# design 1

==> design_1/gates.png <==
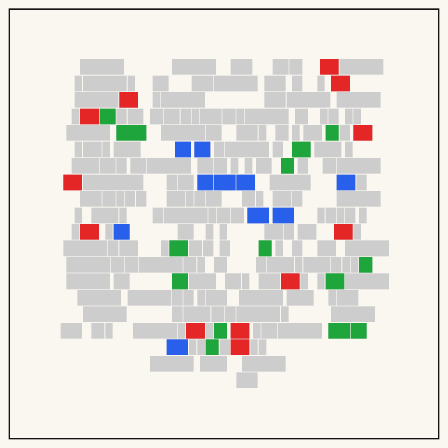

--- config.mk ---
export PLATFORM = sky130hd
export DESIGN_NAME = osc_enable_seq
export DESIGN_NICKNAME = d
export VERILOG_FILES = /design/src/rtl/osc_enable_seq_pkg.sv /design/src/rtl/osc_edge_sync.sv /design/src/rtl/osc_enable_seq.sv
export SDC_FILE = /design/constraint.sdc
export NUM_CORES = 1
export LEC_CHECK = 0
export CAP_MARGIN = 25
export CORE_MARGIN = 8
export CORE_UTILIZATION = 60
export DETAILED_ROUTE_END_ITERATION = 6
export PLACE_DENSITY = 0.8
export SLEW_MARGIN = 25
export SYNTH_ARGS = -nofsm -noshare
export SYNTH_HDL_FRONTEND = slang
export SYNTH_SLANG_ARGS = --single-unit
--- constraint.sdc ---
create_clock -name CLK -period 2.5 [get_ports CLK]
set_input_delay 0.25 -clock CLK [delete_from_list [all_inputs] [get_ports CLK]]
set_output_delay 0.25 -clock CLK [all_outputs]
set_load 0.01 [all_outputs]
--- src/rtl/osc_enable_seq_pkg.sv ---
// Shared types and defaults for the oscillator enable sequencer.
package osc_enable_seq_pkg;

  typedef enum logic [2:0] {
    ST_OFF     = 3'd0,
    ST_PWRUP   = 3'd1,
    ST_ENABLE  = 3'd2,
    ST_READY   = 3'd3,
    ST_DISABLE = 3'd4,
    ST_FAULT   = 3'd5
  } state_e;

  localparam int unsigned PU_DELAY_DEF   = 32'd8;
  localparam int unsigned LOCK_EDGES_DEF = 32'd16;
  localparam int unsigned TIMEOUT_DEF    = 32'd64;
  localparam int unsigned QUIET_DEF      = 32'd32;

  // Width of a counter that must be able to hold max_val itself.
  function automatic int unsigned cnt_width(input int unsigned max_val);
    return (max_val < 32'd1) ? 32'd1 : $clog2(max_val + 32'd1);
  endfunction

endpackage

--- src/rtl/osc_edge_sync.sv ---
// Brings the asynchronous oscillator clock into CLK and flags its rising edges.
module osc_edge_sync (
  input  logic CLK,
  input  logic RST,
  input  logic D,
  output logic EDGE
);

  logic s1_q;
  logic s2_q;
  logic s3_q;

  // Two metastability flops followed by a history flop for edge detection.
  always_ff @(posedge CLK) begin
    if (RST) begin
      s1_q <= 1'b0;
      s2_q <= 1'b0;
      s3_q <= 1'b0;
    end else begin
      s1_q <= D;
      s2_q <= s1_q;
      s3_q <= s2_q;
    end
  end

  assign EDGE = s2_q & ~s3_q;

endmodule

--- src/rtl/osc_enable_seq.sv ---
// Power-up / enable sequencer for an on-chip oscillator with lock and loss detection.
module osc_enable_seq
  import osc_enable_seq_pkg::*;
#(
  parameter int unsigned PU_DELAY   = PU_DELAY_DEF,
  parameter int unsigned LOCK_EDGES = LOCK_EDGES_DEF,
  parameter int unsigned TIMEOUT    = TIMEOUT_DEF,
  parameter int unsigned QUIET      = QUIET_DEF
) (
  input  logic CLK,
  input  logic RST,
  input  logic REQ,
  output logic ACK,
  output logic BUSY,
  output logic FAULT,
  output logic OSC_PU,
  output logic OSC_ENA,
  input  logic OSC_CLK_IN
);

  localparam int unsigned WW = cnt_width(PU_DELAY);
  localparam int unsigned LW = cnt_width(LOCK_EDGES);
  localparam int unsigned GW = cnt_width(TIMEOUT);
  localparam int unsigned QW = cnt_width(QUIET);

  // Terminal values: a transition fires when the counter is one short and this cycle also counts.
  localparam logic [WW-1:0] WAIT_LAST  = WW'(PU_DELAY - 32'd1);
  localparam logic [LW-1:0] LOCK_LAST  = LW'(LOCK_EDGES - 32'd1);
  localparam logic [GW-1:0] GAP_LAST   = GW'(TIMEOUT - 32'd1);
  localparam logic [QW-1:0] QUIET_LAST = QW'(QUIET - 32'd1);
  localparam logic [LW-1:0] LOCK_MAX   = LW'(LOCK_EDGES);
  localparam logic [GW-1:0] GAP_MAX    = GW'(TIMEOUT);
  localparam logic [QW-1:0] QUIET_MAX  = QW'(QUIET);

  state_e          state_q, state_d;
  logic [WW-1:0]   wait_q, wait_d;
  logic [LW-1:0]   lock_q, lock_d;
  logic [GW-1:0]   gap_q, gap_d;
  logic [QW-1:0]   quiet_q, quiet_d;
  logic            ack_q, busy_q, fault_q, pu_q, ena_q;
  logic            edge_s;

  osc_edge_sync u_sync (
    .CLK  (CLK),
    .RST  (RST),
    .D    (OSC_CLK_IN),
    .EDGE (edge_s)
  );

  // Next-state and counter update; REQ low always wins over lock or timeout.
  always_comb begin
    state_d = state_q;
    wait_d  = wait_q;
    lock_d  = lock_q;
    gap_d   = gap_q;
    quiet_d = quiet_q;
    case (state_q)
      ST_OFF: begin
        wait_d = '0;
        if (REQ) state_d = ST_PWRUP;
        else     state_d = ST_OFF;
      end
      ST_PWRUP: begin
        if (!REQ) begin
          state_d = ST_DISABLE;
          quiet_d = '0;
        end else if (wait_q == WAIT_LAST) begin
          state_d = ST_ENABLE;
          lock_d  = '0;
          gap_d   = '0;
        end else begin
          wait_d = wait_q + WW'(1);
        end
      end
      ST_ENABLE: begin
        if (!REQ) begin
          state_d = ST_DISABLE;
          quiet_d = '0;
        end else if (edge_s) begin
          // An edge always clears the gap, even in the cycle it would have timed out.
          gap_d  = '0;
          lock_d = (lock_q == LOCK_MAX) ? lock_q : lock_q + LW'(1);
          if (lock_q == LOCK_LAST) state_d = ST_READY;
          else                     state_d = ST_ENABLE;
        end else if (gap_q == GAP_LAST) begin
          state_d = ST_FAULT;
        end else begin
          gap_d = (gap_q == GAP_MAX) ? gap_q : gap_q + GW'(1);
        end
      end
      ST_READY: begin
        if (!REQ) begin
          state_d = ST_DISABLE;
          quiet_d = '0;
        end else if (edge_s) begin
          gap_d = '0;
        end else if (gap_q == GAP_LAST) begin
          state_d = ST_FAULT;
        end else begin
          gap_d = (gap_q == GAP_MAX) ? gap_q : gap_q + GW'(1);
        end
      end
      ST_DISABLE: begin
        // REQ is deliberately ignored until the oscillator has gone quiet.
        if (edge_s) begin
          quiet_d = '0;
        end else if (quiet_q == QUIET_LAST) begin
          state_d = ST_OFF;
        end else begin
          quiet_d = (quiet_q == QUIET_MAX) ? quiet_q : quiet_q + QW'(1);
        end
      end
      ST_FAULT: begin
        if (!REQ) state_d = ST_OFF;
        else      state_d = ST_FAULT;
      end
      default: begin
        state_d = ST_OFF;
      end
    endcase
  end

  // State, counters and outputs; outputs are decoded from the next state so they track the state register.
  always_ff @(posedge CLK) begin
    if (RST) begin
      state_q <= ST_OFF;
      wait_q  <= '0;
      lock_q  <= '0;
      gap_q   <= '0;
      quiet_q <= '0;
      ack_q   <= 1'b0;
      busy_q  <= 1'b0;
      fault_q <= 1'b0;
      pu_q    <= 1'b0;
      ena_q   <= 1'b0;
    end else begin
      state_q <= state_d;
      wait_q  <= wait_d;
      lock_q  <= lock_d;
      gap_q   <= gap_d;
      quiet_q <= quiet_d;
      ack_q   <= (state_d == ST_READY);
      busy_q  <= (state_d == ST_PWRUP) || (state_d == ST_ENABLE) || (state_d == ST_DISABLE);
      fault_q <= (state_d == ST_FAULT);
      pu_q    <= (state_d == ST_PWRUP) || (state_d == ST_ENABLE) ||
                 (state_d == ST_READY) || (state_d == ST_DISABLE);
      ena_q   <= (state_d == ST_ENABLE) || (state_d == ST_READY);
    end
  end

  assign ACK     = ack_q;
  assign BUSY    = busy_q;
  assign FAULT   = fault_q;
  assign OSC_PU  = pu_q;
  assign OSC_ENA = ena_q;

endmodule

# design 2

===== src/rtl/ps2_host_tx.sv =====
// ps2_host_tx
// Host-to-device PS/2 transmitter. Accepts one command byte per valid/ready
// handshake and sends it to the device over the open-drain PS/2 clock and
// data lines. The sequence is: inhibit the clock, drive the start bit, then
// shift D0..D7, odd parity and stop on device clock falls, and finally
// sample the device acknowledge.
//
// Ports
//   clock        system clock (single domain)
//   reset        synchronous, active-high reset
//   tx_valid     command byte offered
//   tx_data      command byte
//   tx_ready     idle, a byte can be accepted this cycle
//   tx_done      one-cycle pulse at the end of a transaction
//   tx_err       with tx_done: 1 = NACK or timeout
//   ps2_clk_i    raw PS/2 clock pin (asynchronous)
//   ps2_data_i   raw PS/2 data pin (asynchronous)
//   ps2_clk_oe   1 = pull PS/2 clock low
//   ps2_data_oe  1 = pull PS/2 data low
module ps2_host_tx #(
  parameter int INHIBIT_CYCLES = 5000,
  parameter int TIMEOUT_CYCLES = 750000
) (
  input  logic       clock,
  input  logic       reset,
  input  logic       tx_valid,
  input  logic [7:0] tx_data,
  output logic       tx_ready,
  output logic       tx_done,
  output logic       tx_err,
  input  logic       ps2_clk_i,
  input  logic       ps2_data_i,
  output logic       ps2_clk_oe,
  output logic       ps2_data_oe
);

  localparam int CNT_MAX = (TIMEOUT_CYCLES > INHIBIT_CYCLES) ? TIMEOUT_CYCLES : INHIBIT_CYCLES;
  localparam int CW      = $clog2(CNT_MAX + 1);
  localparam logic [CW-1:0] INH_LAST = CW'(INHIBIT_CYCLES - 1);
  localparam logic [CW-1:0] TMO_LAST = CW'(TIMEOUT_CYCLES - 1);

  typedef enum logic [2:0] {
    S_IDLE,
    S_INHIBIT,
    S_START,
    S_SEND,
    S_ACK,
    S_WAIT_IDLE,
    S_DONE
  } state_t;

  state_t         state_q;
  logic [2:0]     clk_sync_q;
  logic [1:0]     data_sync_q;
  logic [9:0]     frame_q;      // {stop, parity, D7..D0}, shifted out LSB first
  logic [3:0]     bit_idx_q;    // number of device clock falls seen in SEND
  logic [CW-1:0]  cnt_q;        // inhibit counter, then release-to-finish timeout
  logic           clk_oe_q;
  logic           data_oe_q;
  logic           done_q;
  logic           err_q;
  logic           nack_q;

  logic clk_s;
  logic data_s;
  logic clk_fall;
  logic timeout;

  // Two-flop synchronizers; the third clock flop gives the previous synced level.
  // Reset to 1 because idle PS/2 lines float high.
  always_ff @(posedge clock) begin
    if (reset) begin
      clk_sync_q  <= 3'b111;
      data_sync_q <= 2'b11;
    end else begin
      clk_sync_q  <= {clk_sync_q[1:0], ps2_clk_i};
      data_sync_q <= {data_sync_q[0], ps2_data_i};
    end
  end

  assign clk_s    = clk_sync_q[1];
  assign data_s   = data_sync_q[1];
  assign clk_fall = clk_sync_q[2] & ~clk_sync_q[1];

  // The timeout window covers everything after the clock is released.
  assign timeout = (cnt_q == TMO_LAST) &&
                   ((state_q == S_SEND) || (state_q == S_ACK) || (state_q == S_WAIT_IDLE));

  always_ff @(posedge clock) begin
    if (reset) begin
      state_q   <= S_IDLE;
      frame_q   <= '0;
      bit_idx_q <= '0;
      cnt_q     <= '0;
      clk_oe_q  <= 1'b0;
      data_oe_q <= 1'b0;
      done_q    <= 1'b0;
      err_q     <= 1'b0;
      nack_q    <= 1'b0;
    end else begin
      done_q <= 1'b0;
      err_q  <= 1'b0;
      if (timeout) begin
        // Timeout wins over a clock fall arriving in the same cycle.
        state_q   <= S_DONE;
        clk_oe_q  <= 1'b0;
        data_oe_q <= 1'b0;
        done_q    <= 1'b1;
        err_q     <= 1'b1;
      end else begin
        case (state_q)
          S_IDLE: begin
            clk_oe_q  <= 1'b0;
            data_oe_q <= 1'b0;
            if (tx_valid) begin
              frame_q  <= {1'b1, ~^tx_data, tx_data};
              cnt_q    <= '0;
              nack_q   <= 1'b0;
              clk_oe_q <= 1'b1;
              state_q  <= S_INHIBIT;
            end
          end
          S_INHIBIT: begin
            if (cnt_q == INH_LAST) begin
              data_oe_q <= 1'b1;     // start bit goes out one cycle before clock release
              state_q   <= S_START;
            end else begin
              cnt_q <= cnt_q + 1'b1;
            end
          end
          S_START: begin
            clk_oe_q  <= 1'b0;
            cnt_q     <= '0;
            bit_idx_q <= '0;
            state_q   <= S_SEND;
          end
          S_SEND: begin
            cnt_q <= cnt_q + 1'b1;
            if (clk_fall) begin
              // A 0 bit pulls the line low; a 1 bit releases it.
              data_oe_q <= ~frame_q[0];
              frame_q   <= {1'b0, frame_q[9:1]};
              bit_idx_q <= bit_idx_q + 1'b1;
              if (bit_idx_q == 4'd9) begin
                state_q <= S_ACK;
              end
            end
          end
          S_ACK: begin
            cnt_q     <= cnt_q + 1'b1;
            data_oe_q <= 1'b0;
            if (clk_fall) begin
              nack_q  <= data_s;
              state_q <= S_WAIT_IDLE;
            end
          end
          S_WAIT_IDLE: begin
            cnt_q <= cnt_q + 1'b1;
            if (clk_s && data_s) begin
              done_q  <= 1'b1;
              err_q   <= nack_q;
              state_q <= S_DONE;
            end
          end
          // Holds tx_ready low during the tx_done cycle.
          S_DONE: begin
            state_q <= S_IDLE;
          end
          default: begin
            state_q <= S_IDLE;
          end
        endcase
      end
    end
  end

  assign tx_ready    = (state_q == S_IDLE);
  assign tx_done     = done_q;
  assign tx_err      = err_q;
  assign ps2_clk_oe  = clk_oe_q;
  assign ps2_data_oe = data_oe_q;

endmodule


===== config.mk =====
export PLATFORM = sky130hd
export DESIGN_NAME = ps2_host_tx
export DESIGN_NICKNAME = d
export VERILOG_FILES = /design/src/rtl/ps2_host_tx.sv
export SDC_FILE = /design/constraint.sdc
export NUM_CORES = 1
export LEC_CHECK = 0
export CAP_MARGIN = 20
export CORE_MARGIN = 2
export CORE_UTILIZATION = 50
export DETAILED_ROUTE_END_ITERATION = 8
export GPL_ROUTABILITY_DRIVEN = 0
export PLACE_DENSITY = 0.7
export SYNTH_ARGS = -nofsm -noshare
export SYNTH_HDL_FRONTEND = slang
export SYNTH_SLANG_ARGS = --single-unit

===== constraint.sdc =====
create_clock -name clock -period 2.7 [get_ports clock]
set_input_delay 0.405 -clock clock [delete_from_list [all_inputs] [get_ports clock]]
set_output_delay 0.405 -clock clock [all_outputs]
set_load 0.005 [all_outputs]

# design 3

**config.mk**
```make
export PLATFORM = sky130hd
export DESIGN_NAME = fetch_stage
export DESIGN_NICKNAME = d
export VERILOG_FILES = /design/src/rtl/mips_pkg.sv /design/src/rtl/fetch_stage_sat_counter.sv /design/src/rtl/fetch_stage.sv
export SDC_FILE = /design/constraint.sdc
export NUM_CORES = 1
export LEC_CHECK = 0
export ABC_AREA = 1
export CAP_MARGIN = 20
export CORE_MARGIN = 3
export CORE_UTILIZATION = 40
export CTS_CLUSTER_DIAMETER = 200
export DETAILED_ROUTE_END_ITERATION = 8
export GPL_ROUTABILITY_DRIVEN = 0
export PLACE_DENSITY = 0.7
export SYNTH_ARGS = -nofsm -noshare
export SYNTH_HDL_FRONTEND = slang
export SYNTH_HIERARCHICAL = 1
export SYNTH_SLANG_ARGS = --single-unit
```
**constraint.sdc**
```tcl
create_clock -name clk -period 2.4 [get_ports clk]
set_clock_uncertainty 0.1 [all_clocks]
set_input_delay 0.36 -clock clk [delete_from_list [all_inputs] [get_ports clk]]
set_output_delay 0.36 -clock clk [all_outputs]
set_load 0.05 [all_outputs]
```
**src/rtl/mips_pkg.sv**
```systemverilog
// Opcodes and pipeline constants shared by the fetch stage and the hazard logic.
package mips_pkg;

   localparam logic [5:0] OP_RTYPE = 6'b000000;
   localparam logic [5:0] OP_J     = 6'b000010;
   localparam logic [5:0] OP_BEQ   = 6'b000100;
   localparam logic [5:0] OP_BNE   = 6'b000101;
   localparam logic [5:0] OP_LW    = 6'b100011;
   localparam logic [5:0] OP_SW    = 6'b101011;
   localparam logic [5:0] OP_HALT  = 6'b111111;

   localparam logic [31:0] NOP_WORD = 32'b0;
   localparam logic [31:0] PC_STEP  = 32'd4;

   typedef enum logic {
      ST_RUN,
      ST_HALTED
   } fetch_state_t;

   function automatic logic [5:0] opcode_of(input logic [31:0] word);
      return word[31:26];
   endfunction

endpackage

```
**src/rtl/fetch_stage_sat_counter.sv**
```systemverilog
// Saturating event counter: counts inc cycles and sticks at all-ones.
module sat_counter #(
   parameter int W = 16
) (
   input  logic         clk,
   input  logic         rst_n,
   input  logic         inc,
   output logic [W-1:0] count
);

   always_ff @(posedge clk or negedge rst_n) begin
      if (!rst_n) begin
         count <= '0;
      end else if (inc && (count != '1)) begin
         count <= count + 1'b1;
      end
   end

endmodule

```
**src/rtl/fetch_stage.sv**
```systemverilog
// MIPS instruction-fetch stage with IF/ID register, branch/jump squash,
// HALT freeze and saturating stall/flush counters.
module fetch_stage
   import mips_pkg::*;
#(
   parameter logic [31:0] RESET_PC = 32'h0000_0000,
   parameter int          CNT_W    = 16,
   parameter logic [5:0]  HALT_OP  = OP_HALT
) (
   input  logic             clk,
   input  logic             rst_n,
   input  logic             stall,
   input  logic             br_taken,
   input  logic [31:0]      br_target,
   output logic [31:0]      imem_addr,
   input  logic [31:0]      imem_rdata,
   output logic [31:0]      pc,
   output logic [31:0]      instructionID,
   output logic [31:0]      pcplus4ID,
   output logic             halted,
   output logic [CNT_W-1:0] stall_cnt,
   output logic [CNT_W-1:0] flush_cnt
);

   fetch_state_t state_reg;
   logic [31:0]  pc_reg;
   logic [31:0]  instr_reg;
   logic [31:0]  pcplus4_reg;
   logic         halted_reg;

   logic [5:0]   id_op;
   logic         in_run;
   logic         is_halt_id;
   logic         is_jump_id;
   logic [31:0]  br_target_aligned;
   logic [31:0]  jump_target;

   assign id_op             = opcode_of(instr_reg);
   assign in_run            = (state_reg == ST_RUN);
   assign is_halt_id        = (id_op == HALT_OP);
   assign is_jump_id        = !is_halt_id && (id_op == OP_J);
   assign br_target_aligned = br_target & ~32'h3;
   assign jump_target       = {pcplus4_reg[31:28], instr_reg[25:0], 2'b00};

   always_ff @(posedge clk or negedge rst_n) begin
      if (!rst_n) begin
         state_reg   <= ST_RUN;
         pc_reg      <= RESET_PC;
         instr_reg   <= NOP_WORD;
         pcplus4_reg <= NOP_WORD;
         halted_reg  <= 1'b0;
      end else begin
         case (state_reg)
            ST_RUN: begin
               // A taken branch beats a stall: the stalled ID word is wrong-path.
               if (br_taken) begin
                  pc_reg      <= br_target_aligned;
                  instr_reg   <= NOP_WORD;
                  pcplus4_reg <= NOP_WORD;
               end else if (stall) begin
                  pc_reg <= pc_reg;
               end else if (is_halt_id) begin
                  instr_reg  <= NOP_WORD;
                  halted_reg <= 1'b1;
                  state_reg  <= ST_HALTED;
               end else if (is_jump_id) begin
                  pc_reg      <= jump_target;
                  instr_reg   <= NOP_WORD;
                  pcplus4_reg <= NOP_WORD;
               end else begin
                  instr_reg   <= imem_rdata;
                  pcplus4_reg <= pc_reg + PC_STEP;
                  pc_reg      <= pc_reg + PC_STEP;
               end
            end
            ST_HALTED: begin
               instr_reg <= NOP_WORD;
               // An older branch still in EX may pull fetch out of HALT.
               if (br_taken) begin
                  pc_reg     <= br_target_aligned;
                  halted_reg <= 1'b0;
                  state_reg  <= ST_RUN;
               end
            end
            default: begin
               state_reg <= ST_RUN;
            end
         endcase
      end
   end

   logic [1:0]       cnt_inc;
   logic [CNT_W-1:0] cnt_val [2];

   assign cnt_inc[0] = in_run && !br_taken && stall;
   assign cnt_inc[1] = in_run && (br_taken || (!stall && is_jump_id));

   generate
      for (genvar gi = 0; gi < 2; gi++) begin : g_cnt
         sat_counter #(.W(CNT_W)) u_cnt (
            .clk   (clk),
            .rst_n (rst_n),
            .inc   (cnt_inc[gi]),
            .count (cnt_val[gi])
         );
      end
   endgenerate

   assign stall_cnt     = cnt_val[0];
   assign flush_cnt     = cnt_val[1];
   assign imem_addr     = pc_reg;
   assign pc            = pc_reg;
   assign instructionID = instr_reg;
   assign pcplus4ID     = pcplus4_reg;
   assign halted        = halted_reg;

endmodule

```
==> design_3/util_map.png <==
The die is cut into 14 by 14 equal tiles; white is low, dark blue is high, 0 to 100% covered.
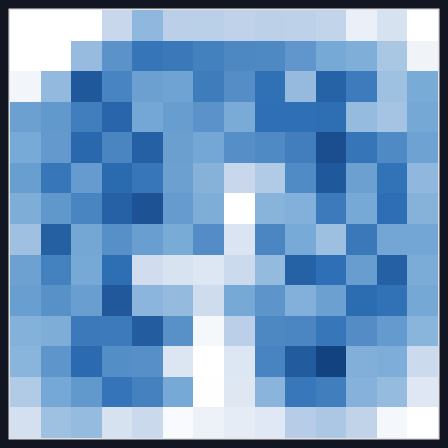
The fullest tile reaches 93%. The mean over all tiles is 49%. The emptiest ninth of the die: south. 9.7% of the tiles are over 75% full. 5.1% of the tiles are nearly empty.
Core Util at FP: 0.416
end-of-flow core utilization: 0.569
core footprint: 0.0184 sq mm

==> design_3/congestion_map.png <==
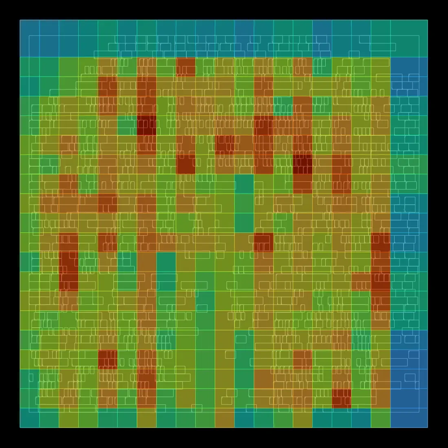
GRT busiest layer: met2
GRT Util Overall: 0.227

==> results.txt, design 3 <==
run results: CP delay by family, top=buffers and inverters, postcts setup bufs=0, Synth top cells by count=nand2_1 (398), dfrtp_1 (127), nor2_1 (113), nand3_1 (66), inv_1 (55), Net Switching=3.35 mW, status=finished clean, input/output buffers=222, worst setup path end=imem_addr[4], initial antenna violation count=3, WHS=0.372 ns, placed insts=1462, Yosys top cell by instances=nand2_1, beginning of the critical path=imem_addr[4], ys async rst share=1.00, largest net degree at the start of global routing=51, Final ANT Viol Nets=0, worst vdd ir=0.608 mV, Hold Vio Cnt, Final=0, unrepaired setup endpoints after global routing=false, nets=1324, Top Metal Used=met5, Top cell area share=0.416, final wirelength=23800 um, clock network area share=0.0550, H-tree depth=4, Reg power frac=0.334, Die H=144 um, drt pass-1 iters=5, Num CTS Buffers=17, DP Worst Slack=0.100 ns, routed wl met2=11100 um, share of cells above drive strength 1=0.0845, P per Cell Area=794 mW/mm^2, Reg area=0.00318 sq mm, Least-Margin Pin Slew=0.764 ns, drt via density=5.04, yosys aoi share=0.0974, worst-case reg-to-reg path depth=12, Well Taps=229, max-slew violations=0, Signal buffers=243, CP Cell Sequence=clkdlybuf4s50_1
==> design_2/util_map.png <==
The die is cut into 7 by 7 equal tiles; white is low, dark blue is high, 0 to 100% covered.
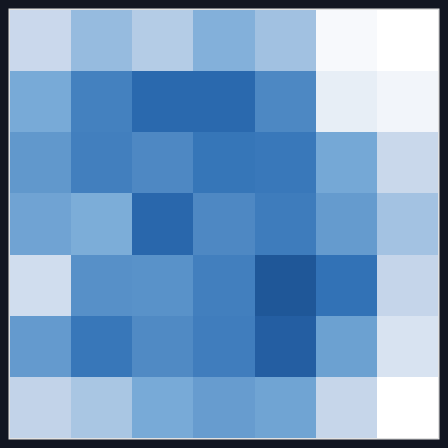
The emptiest ninth of the die: north-east. The fullest tile reaches 84%. The mean over all tiles is 49%. 10% of the tiles are over 75% full. The densest ninth of the die: center.

==> results.txt, design 2 <==
run results: status=finished clean, max-slew violations=0, MI comb area=0.00147 sq mm, Chip Area, Yosys=0.00251 sq mm, ys flops=47, ant diodes=0, synth unique cells=54, Reg power frac=0.508, clk_buf instances=6, signal buffers share of area=0.0761, vias in the first global route=1981, Fillers=463, beginning of the critical path=cnt_q[10], unrepaired setup endpoints after global routing=false, Least-Margin Pin Slew=0.677 ns, Max power group=registers, CP endpoint kind=flop, sequential power=0.749 mW, Final ANT Viol Nets=0, Min-Delay Path Class=flop to flop, Root Buffer=clkbuf_8, register share of the cell area=0.333, worst vdd ir=0.243 mV, CP delay by family, top=AND-OR/OR-AND gates, worst setup path end=ps2_data_oe, chip width=74.8 um, placed insts=374, Die H=74.8 um, DRC viols=0, Worst R2R Setup Slack=0.40 ns
==> design_1/m2.png <==
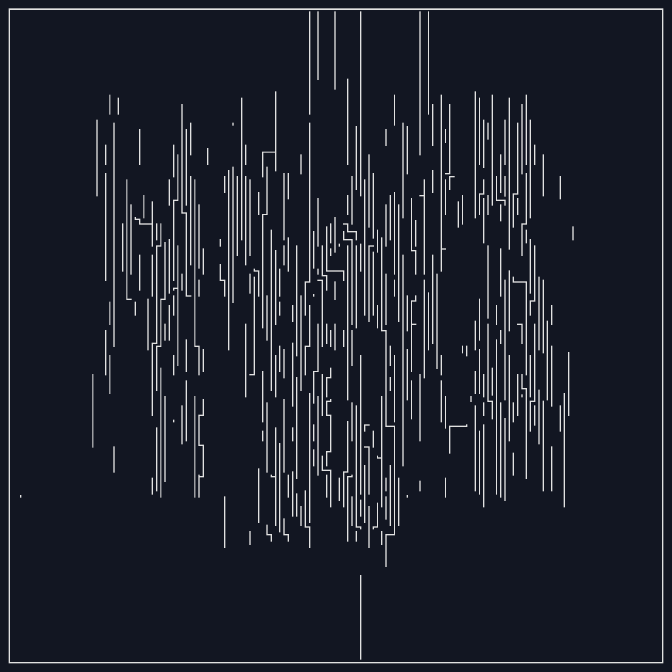
The layer carries 1840 um of wire. The layer holds 52% of the routed length. The longest straight run is 24.1 um. The wires run mostly vertical.
GR Util met2: 0.261
final wirelength: 3570 um
total number of vias: 1469

## Picture notes: design_1/gates.png
xor and xnor cells: marked red, cells 12, most used xnor2_1. and/or cells: marked green, cells 14, most used and3_1. non-inverting ao/oa cells: marked blue, cells 10, where center.

==> results.txt, design 1 <==
run results: inverters=14, CP delay by family, top=simple AND/OR/NAND/NOR gates, worst hold stages=2, GRT met1 Usage=0.165, largest net degree at the start of global routing=14, Worst Hold Path EP=gap_q[6], final period utilization=0.796, DR iter-0 viols=71, synth unique cells=52, XORs/XNORs by Area=0.0588, core footprint=0.00295 sq mm, Synth top cells by count=dfxtp_1 (33), nor2_1 (27), inv_1 (14), a21oi_1 (11), nand3_1 (10), Layout area overhead=8.12%, Well Taps=33, ys flops=33, Root Buffer=clkbuf_4, Syn. warnings=0, status=finished clean, P_comb=0.0761 mW, Floorplan Nets=215, unrepaired setup endpoints after global routing=false, DPL Wire Length=2690 um, CP endpoint kind=flop, #MultiIn Comb=151, Slowest cell on crit path=dfxtp_1, final instance area=0.00193 sq mm, GRT busiest layer=met2, internal power=0.676 mW, Clock Latency Late Sink=0.33 ns, Die H=70.6 um, Mapped Cells=203

==> screenshots <==
Signal wires by layer.
(a)
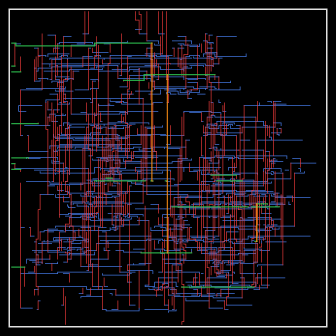
(b)
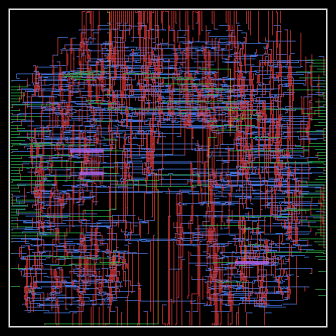
(c)
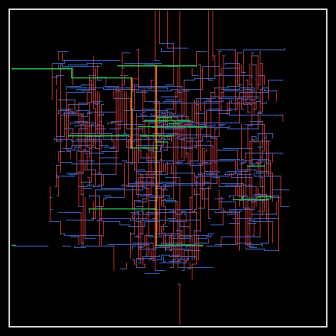
| picture | from |
|---|---|
| (a) | design 2 |
| (b) | design 3 |
| (c) | design 1 |


Power and IR drop assume default switching activity.
